==================== neuron_feeder
**neuron_feeder: metal 3**

(1.5 px per micron) Cells faint in the background.
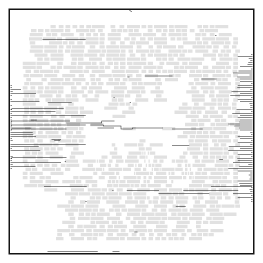

[src/rtl/nn_pkg.sv]
// Shared definitions for the neuron feeder: data width, config map and default neuron latency.
package nn_pkg;

    localparam int DW             = 16;
    localparam int NEURON_LAT_DEF = 3;

    typedef enum logic [2:0] {
        CFG_W1    = 3'd0,
        CFG_W2    = 3'd1,
        CFG_W3    = 3'd2,
        CFG_W4    = 3'd3,
        CFG_SIGMA = 3'd4
    } cfg_addr_e;

endpackage

[src/rtl/nn_result_fifo.sv]
// First-word-fall-through result buffer; a push into a full FIFO succeeds when a pop frees the slot.
module nn_result_fifo
    import nn_pkg::*;
#(
    parameter int DEPTH = 4,
    parameter int WIDTH = DW,
    localparam int AW = (DEPTH > 1) ? $clog2(DEPTH) : 1,
    localparam int CW = $clog2(DEPTH + 1)
) (
    input  logic             clk,
    input  logic             rst_n,
    input  logic             push,
    input  logic [WIDTH-1:0] wdata,
    input  logic             pop,
    output logic [WIDTH-1:0] rdata,
    output logic [CW-1:0]    count,
    output logic             full,
    output logic             empty
);

    logic [WIDTH-1:0] mem [DEPTH];
    logic [AW-1:0]    wr_ptr;
    logic [AW-1:0]    rd_ptr;
    logic             do_push;
    logic             do_pop;

    function automatic logic [AW-1:0] ptr_next(input logic [AW-1:0] p);
        return (p == AW'(DEPTH - 1)) ? '0 : p + 1'b1;
    endfunction

    assign empty   = (count == '0);
    assign full    = (count == CW'(DEPTH));
    assign do_pop  = pop && !empty;
    assign do_push = push && (!full || do_pop);
    assign rdata   = mem[rd_ptr];

    always_ff @(posedge clk or negedge rst_n) begin
        if (!rst_n) begin
            wr_ptr <= '0;
            rd_ptr <= '0;
            count  <= '0;
            for (int i = 0; i < DEPTH; i++) begin
                mem[i] <= '0;
            end
        end else begin
            if (do_push) begin
                mem[wr_ptr] <= wdata;
                wr_ptr      <= ptr_next(wr_ptr);
            end
            if (do_pop) begin
                rd_ptr <= ptr_next(rd_ptr);
            end
            count <= count + CW'(do_push) - CW'(do_pop);
        end
    end

endmodule

[src/rtl/neuron_feeder.sv]
// Groups four samples into a vector for one neuron, tracks its fixed latency and
// returns each thresholded result through a credit-protected result FIFO.
module neuron_feeder
    import nn_pkg::*;
#(
    parameter int NEURON_LAT = NEURON_LAT_DEF,
    parameter int RES_DEPTH  = 4,
    parameter int DW         = nn_pkg::DW
) (
    input  logic          clk,
    input  logic          rst_n,
    input  logic          cfg_we,
    input  logic [2:0]    cfg_addr,
    input  logic [DW-1:0] cfg_wdata,
    output logic          cfg_err,
    input  logic [DW-1:0] s_data,
    input  logic          s_valid,
    output logic          s_ready,
    output logic [DW-1:0] nx1,
    output logic [DW-1:0] nx2,
    output logic [DW-1:0] nx3,
    output logic [DW-1:0] nx4,
    output logic [DW-1:0] nw1,
    output logic [DW-1:0] nw2,
    output logic [DW-1:0] nw3,
    output logic [DW-1:0] nw4,
    output logic [DW-1:0] nsigma,
    input  logic [DW-1:0] ny,
    output logic [DW-1:0] m_data,
    output logic          m_valid,
    input  logic          m_ready,
    output logic          busy
);

    localparam int CW = $clog2(RES_DEPTH + 1);

    logic [1:0]          idx;
    logic [DW-1:0]       slot0;
    logic [DW-1:0]       slot1;
    logic [DW-1:0]       slot2;
    logic [NEURON_LAT:0] pipe;
    logic [CW-1:0]       fifo_count;
    logic                fifo_full;
    logic                fifo_empty;
    logic [7:0]          occupancy;
    logic                credit_ok;
    logic                accept;
    logic                issue;
    logic                cfg_bad;

    function automatic logic [7:0] ones(input logic [NEURON_LAT:0] v);
        logic [7:0] n;
        n = '0;
        for (int i = 0; i <= NEURON_LAT; i++) begin
            n = n + {7'd0, v[i]};
        end
        return n;
    endfunction

    // Every vector in the neuron already owns a FIFO slot, so results can never be lost.
    assign occupancy = ones(pipe) + 8'(fifo_count);
    assign credit_ok = !fifo_full && (occupancy < 8'(RES_DEPTH));
    assign s_ready   = (idx != 2'd3) || credit_ok;
    assign accept    = s_valid && s_ready;
    assign issue     = accept && (idx == 2'd3);
    assign busy      = (|pipe) || !fifo_empty || (idx != 2'd0);
    assign m_valid   = !fifo_empty;
    assign cfg_bad   = busy || (cfg_addr > CFG_SIGMA);

    always_ff @(posedge clk or negedge rst_n) begin
        if (!rst_n) begin
            idx   <= '0;
            slot0 <= '0;
            slot1 <= '0;
            slot2 <= '0;
            nx1   <= '0;
            nx2   <= '0;
            nx3   <= '0;
            nx4   <= '0;
            pipe  <= '0;
        end else begin
            pipe <= {pipe[NEURON_LAT-1:0], issue};
            if (accept) begin
                idx <= idx + 2'd1;
                case (idx)
                    2'd0: slot0 <= s_data;
                    2'd1: slot1 <= s_data;
                    2'd2: slot2 <= s_data;
                    default: begin
                        nx1 <= slot0;
                        nx2 <= slot1;
                        nx3 <= slot2;
                        nx4 <= s_data;
                    end
                endcase
            end
        end
    end

    always_ff @(posedge clk or negedge rst_n) begin
        if (!rst_n) begin
            nw1     <= '0;
            nw2     <= '0;
            nw3     <= '0;
            nw4     <= '0;
            nsigma  <= '0;
            cfg_err <= 1'b0;
        end else begin
            cfg_err <= cfg_we && cfg_bad;
            if (cfg_we && !cfg_bad) begin
                case (cfg_addr)
                    CFG_W1:    nw1    <= cfg_wdata;
                    CFG_W2:    nw2    <= cfg_wdata;
                    CFG_W3:    nw3    <= cfg_wdata;
                    CFG_W4:    nw4    <= cfg_wdata;
                    CFG_SIGMA: nsigma <= cfg_wdata;
                    default:   ;
                endcase
            end
        end
    end

    nn_result_fifo #(
        .DEPTH (RES_DEPTH),
        .WIDTH (DW)
    ) u_fifo (
        .clk   (clk),
        .rst_n (rst_n),
        .push  (pipe[NEURON_LAT]),
        .wdata (ny),
        .pop   (m_ready),
        .rdata (m_data),
        .count (fifo_count),
        .full  (fifo_full),
        .empty (fifo_empty)
    );

endmodule

[config.mk]
export PLATFORM = sky130hd
export DESIGN_NAME = neuron_feeder
export DESIGN_NICKNAME = d
export VERILOG_FILES = /design/src/rtl/nn_pkg.sv /design/src/rtl/nn_result_fifo.sv /design/src/rtl/neuron_feeder.sv
export SDC_FILE = /design/constraint.sdc
export NUM_CORES = 1
export LEC_CHECK = 0
export ABC_CLOCK_PERIOD_IN_PS = 3200
export CORE_MARGIN = 8
export CORE_UTILIZATION = 51
export CTS_CLUSTER_DIAMETER = 80
export CTS_CLUSTER_SIZE = 20
export DETAILED_ROUTE_END_ITERATION = 8
export PLACE_DENSITY = 0.87
export SLEW_MARGIN = 0
export SYNTH_ARGS = -nofsm -noshare
export SYNTH_HDL_FRONTEND = slang
export SYNTH_HIERARCHICAL = 1
export SYNTH_SLANG_ARGS = --single-unit
export TNS_END_PERCENT = 100
[constraint.sdc]
create_clock -name clk -period 3.2 [get_ports clk]
set_input_delay 0.32 -clock clk [delete_from_list [all_inputs] [get_ports clk]]
set_output_delay 0.32 -clock clk [all_outputs]
set_load 0.02 [all_outputs]
==================== rx_phase_slicer
### src/rtl/rx_phase_slicer.sv
// rx_phase_slicer: estimates the best of four sampling phases from per-phase
// energy over a window of symbols, then decimates the 4x stream at that phase and slices it.
module rx_phase_slicer #(
  parameter int NB_INPUT = 8,
  parameter int LOG2_WIN = 10
) (
  input  logic                       clock,
  input  logic                       i_reset,
  input  logic                       i_enable,
  input  logic                       i_valid,
  input  logic signed [NB_INPUT-1:0] i_data,
  input  logic                       i_auto,
  input  logic        [1:0]          i_phase_sel,
  output logic                       o_data,
  output logic                       o_valid,
  output logic        [1:0]          o_phase,
  output logic                       o_phase_valid
);

  localparam int NB_MAG = NB_INPUT - 1;
  localparam int NB_ACC = NB_INPUT - 1 + LOG2_WIN;
  localparam logic [NB_INPUT-1:0] MOST_NEG = {1'b1, {(NB_INPUT-1){1'b0}}};
  localparam logic [NB_MAG-1:0]   MAG_ONE  = NB_MAG'(1);
  localparam logic [LOG2_WIN-1:0] SYM_ONE  = LOG2_WIN'(1);

  logic [NB_ACC-1:0]   r_acc [4];
  logic [1:0]          r_ph;
  logic [LOG2_WIN-1:0] r_sym;
  logic                r_data;
  logic                r_valid;
  logic [1:0]          r_phase;
  logic                r_phase_valid;

  logic                w_accept;
  logic                w_close;
  logic [1:0]          w_active;
  logic [NB_MAG-1:0]   w_neg;
  logic [NB_MAG-1:0]   w_mag;
  logic [NB_ACC-1:0]   w_mag_ext;
  logic [NB_ACC-1:0]   w_cand [4];
  logic [NB_ACC-1:0]   w_best_val;
  logic [1:0]          w_best;

  // A sample is consumed only when enabled and strobed; there is no backpressure,
  // and o_valid is a single-cycle strobe qualifying o_data on the cycle it is high.
  assign w_accept = i_enable & i_valid;
  assign w_close  = w_accept & (r_ph == 2'd3) & (&r_sym);
  assign w_active = i_auto ? r_phase : i_phase_sel;

  // Low bits of the two's-complement negation are exact for every negative value
  // except the most negative one, which saturates.
  assign w_neg = ~i_data[NB_MAG-1:0] + MAG_ONE;

  always_comb begin
    w_mag = i_data[NB_MAG-1:0];
    if (i_data == MOST_NEG)
      w_mag = '1;
    else if (i_data[NB_INPUT-1])
      w_mag = w_neg;
  end

  assign w_mag_ext = {{LOG2_WIN{1'b0}}, w_mag};

  // The closing sample belongs to phase 3, so it is folded into that candidate.
  always_comb begin
    w_cand[0] = r_acc[0];
    w_cand[1] = r_acc[1];
    w_cand[2] = r_acc[2];
    w_cand[3] = r_acc[3] + w_mag_ext;
    w_best     = 2'd0;
    w_best_val = w_cand[0];
    for (int k = 1; k < 4; k++) begin
      if (w_cand[k] > w_best_val) begin
        w_best_val = w_cand[k];
        w_best     = 2'(k);
      end
    end
  end

  always_ff @(posedge clock) begin
    if (i_reset) begin
      for (int k = 0; k < 4; k++) r_acc[k] <= '0;
      r_ph          <= 2'd0;
      r_sym         <= '0;
      r_data        <= 1'b0;
      r_valid       <= 1'b0;
      r_phase       <= 2'd0;
      r_phase_valid <= 1'b0;
    end else begin
      r_valid <= 1'b0;
      if (w_accept) begin
        r_ph <= r_ph + 2'd1;
        if (r_ph == 2'd3) r_sym <= r_sym + SYM_ONE;
        if (w_close) begin
          for (int k = 0; k < 4; k++) r_acc[k] <= '0;
          r_phase       <= w_best;
          r_phase_valid <= 1'b1;
        end else begin
          r_acc[r_ph] <= r_acc[r_ph] + w_mag_ext;
        end
        if (r_ph == w_active) begin
          r_data  <= i_data[NB_INPUT-1];
          r_valid <= 1'b1;
        end
      end
    end
  end

  assign o_data        = r_data;
  assign o_valid       = r_valid;
  assign o_phase       = r_phase;
  assign o_phase_valid = r_phase_valid;

endmodule

### config.mk
export PLATFORM = sky130hd
export DESIGN_NAME = rx_phase_slicer
export DESIGN_NICKNAME = d
export VERILOG_FILES = /design/src/rtl/rx_phase_slicer.sv
export SDC_FILE = /design/constraint.sdc
export NUM_CORES = 1
export LEC_CHECK = 0
export CORE_MARGIN = 2
export CORE_UTILIZATION = 57
export CTS_CLUSTER_DIAMETER = 30
export DETAILED_ROUTE_END_ITERATION = 8
export PLACE_DENSITY = 0.83
export SLEW_MARGIN = 20
export SYNTH_ARGS = -nofsm -noshare
export SYNTH_HDL_FRONTEND = slang
export SYNTH_SLANG_ARGS = --single-unit
### constraint.sdc
create_clock -name clock -period 5.5 [get_ports clock]
set_input_delay 1.1 -clock clock [delete_from_list [all_inputs] [get_ports clock]]
set_output_delay 1.1 -clock clock [all_outputs]
set_load 0.005 [all_outputs]
**rx_phase_slicer: metal 3**

(2 px per micron) Cells faint in the background.
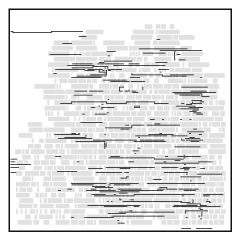
share of all routed wire: 8.5%
nets with wire on the layer: 124
longest straight run: 30.1 microns

==> out/metrics.csv, rx_phase_slicer <==
metric,value,unit
status,finished with violations,
violations,negative setup slack,
fp_util,0.589,
tightest_slew,1030,ps
powerSeq,0.000764,W
r2r_slack,-220,ps
row_count,38,
fin_crit,5720,ps
ys_sh_mux,0.128,
cp-end-kind,flop,
finalSetupViolations,2,
dr_wl_met2,9.41,mm
dieWidth,110,microns
max_freq,175,MHz
firstDrtPassIters,5,
worst_slack,-217,ps
flop-count,87,
## rx_phase_slicer: worst max-delay path, stage by stage (launching register included)
cell	delay, ps
edfxtp_1	470
inv_2	70
ha_4	260
nand4_1	220
nor2_4	240
nand4_1	210
o21ai_4	310
buf_12	180
mux2i_1	330
ha_1	230
a21o_1	140
nand3_1	100
a21oi_2	180
a211oi_2	80
buf_4	150
o31ai_4	230
nand2_4	170
buf_12	180
buf_6	110
mux2_4	320
ha_4	260
nand4_1	90
or4_1	530
o21a_1	170
o21ai_2	140
a21bo_1	220
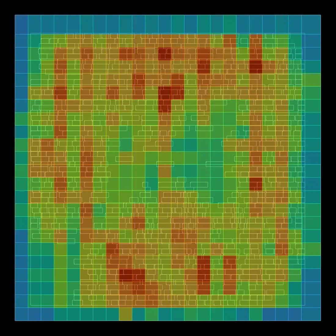
**Above:** neuron_feeder (congestion heat map).
M3 GR Usage: 0.0395
Total GRT Usage: 0.178
wire length per cell: 20.8 microns
busiest grt layer: met2
met1 Usage GRT: 0.217

About 'metal 3' of neuron_feeder:
nets with wire on the layer: 122
wire length on this layer: 1420 microns
share of all routed wire: 5.9%

==> out/metrics.csv, neuron_feeder <==
metric,value,unit
dp_slack,437,ps
flop-count,270,
synth-edff-count,0,
io_buffers,219,
timing.hold.ws,450,ps
grtUsageMet2,0.316,
place.gp.congestion,0.745,
path_cells,mux4_2 -> clkdlybuf4s50_1,
yosysTopAreaCell,dfrtp_1,
cp-end-kind,output port,
synthTopCellsByCount,"dfrtp_1, mux2_2, mux4_2",
synth_stat.cells,641,
power_frac_clock,0.149,
synth.top_cell.area_share,0.621,
buffer_area_frac,0.173,
tool_warnings,36,
dp_hpwl,16.6,mm
rsz0062_at_grt,false,
antenna_cells,0,
leakagePower,6.11,nW
dpl_cell_area,13400,sq um
yosys_warnings,6,
dr_wl_met2,12.2,mm
die_h,162,microns
coreArea,21000,sq um
yosysMostFrequentCell,dfrtp_1,
status,"complete, no violations",
antenna_found_initial,0,
==> neuron_feeder: cells by family (layout without fill, tap and decap cells) <==
family,count (synthesis),in the layout,synth area share
DFF,270,270,0.621
buffers and inverters,35,266,0.0215
xor gates and xnor gates,3,3,0.00242
AOI/OAI and AO/OA,12,12,0.0131
muxes,277,277,0.303
and+or+nand+nor,28,28,0.0183
adders and majority gates,16,16,0.0198
==> neuron_feeder: worst max-delay path, delay by kind of cell, from the launching register on <==
| kind | cells | cell delay, ps |
|---|---|---|
| flip-flops | 1 | 940 |
| buffers and inverters | 1 | 560 |
| multiplexers | 1 | 440 |

==> gallery <==
M1 wires.
panel A
(3 px per micron) Cells faint in the background.
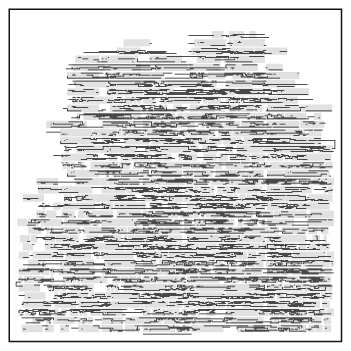
panel B
(2 px per micron) Cells faint in the background.
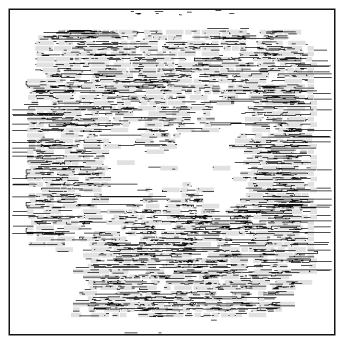
Panel B comes from neuron_feeder.
Panel A comes from rx_phase_slicer.

Key to panel B:
main direction: horizontal
nets with wire on the layer: 854
wire length on this layer: 9820 microns



==> notes/layouts.md <==
Pictures saved along the way, in no particular order.

Metal 4.
Plate I
(1.5 px per micron) Cells faint in the background.
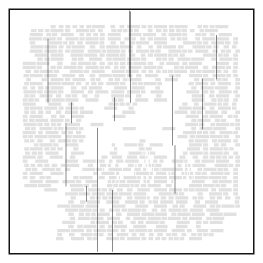
Plate II
(2 px per micron) Cells faint in the background.
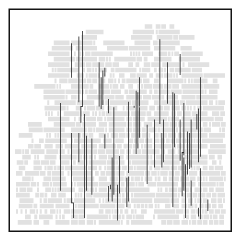
Plate I is neuron_feeder.
Plate II is rx_phase_slicer.
Of these, largest die: Plate I

Key to Plate I:
main direction: vertical
longest straight run: 82.3 microns
nets with wire on the layer: 6
share of all routed wire: 2.1%
wire length on this layer: 492 microns

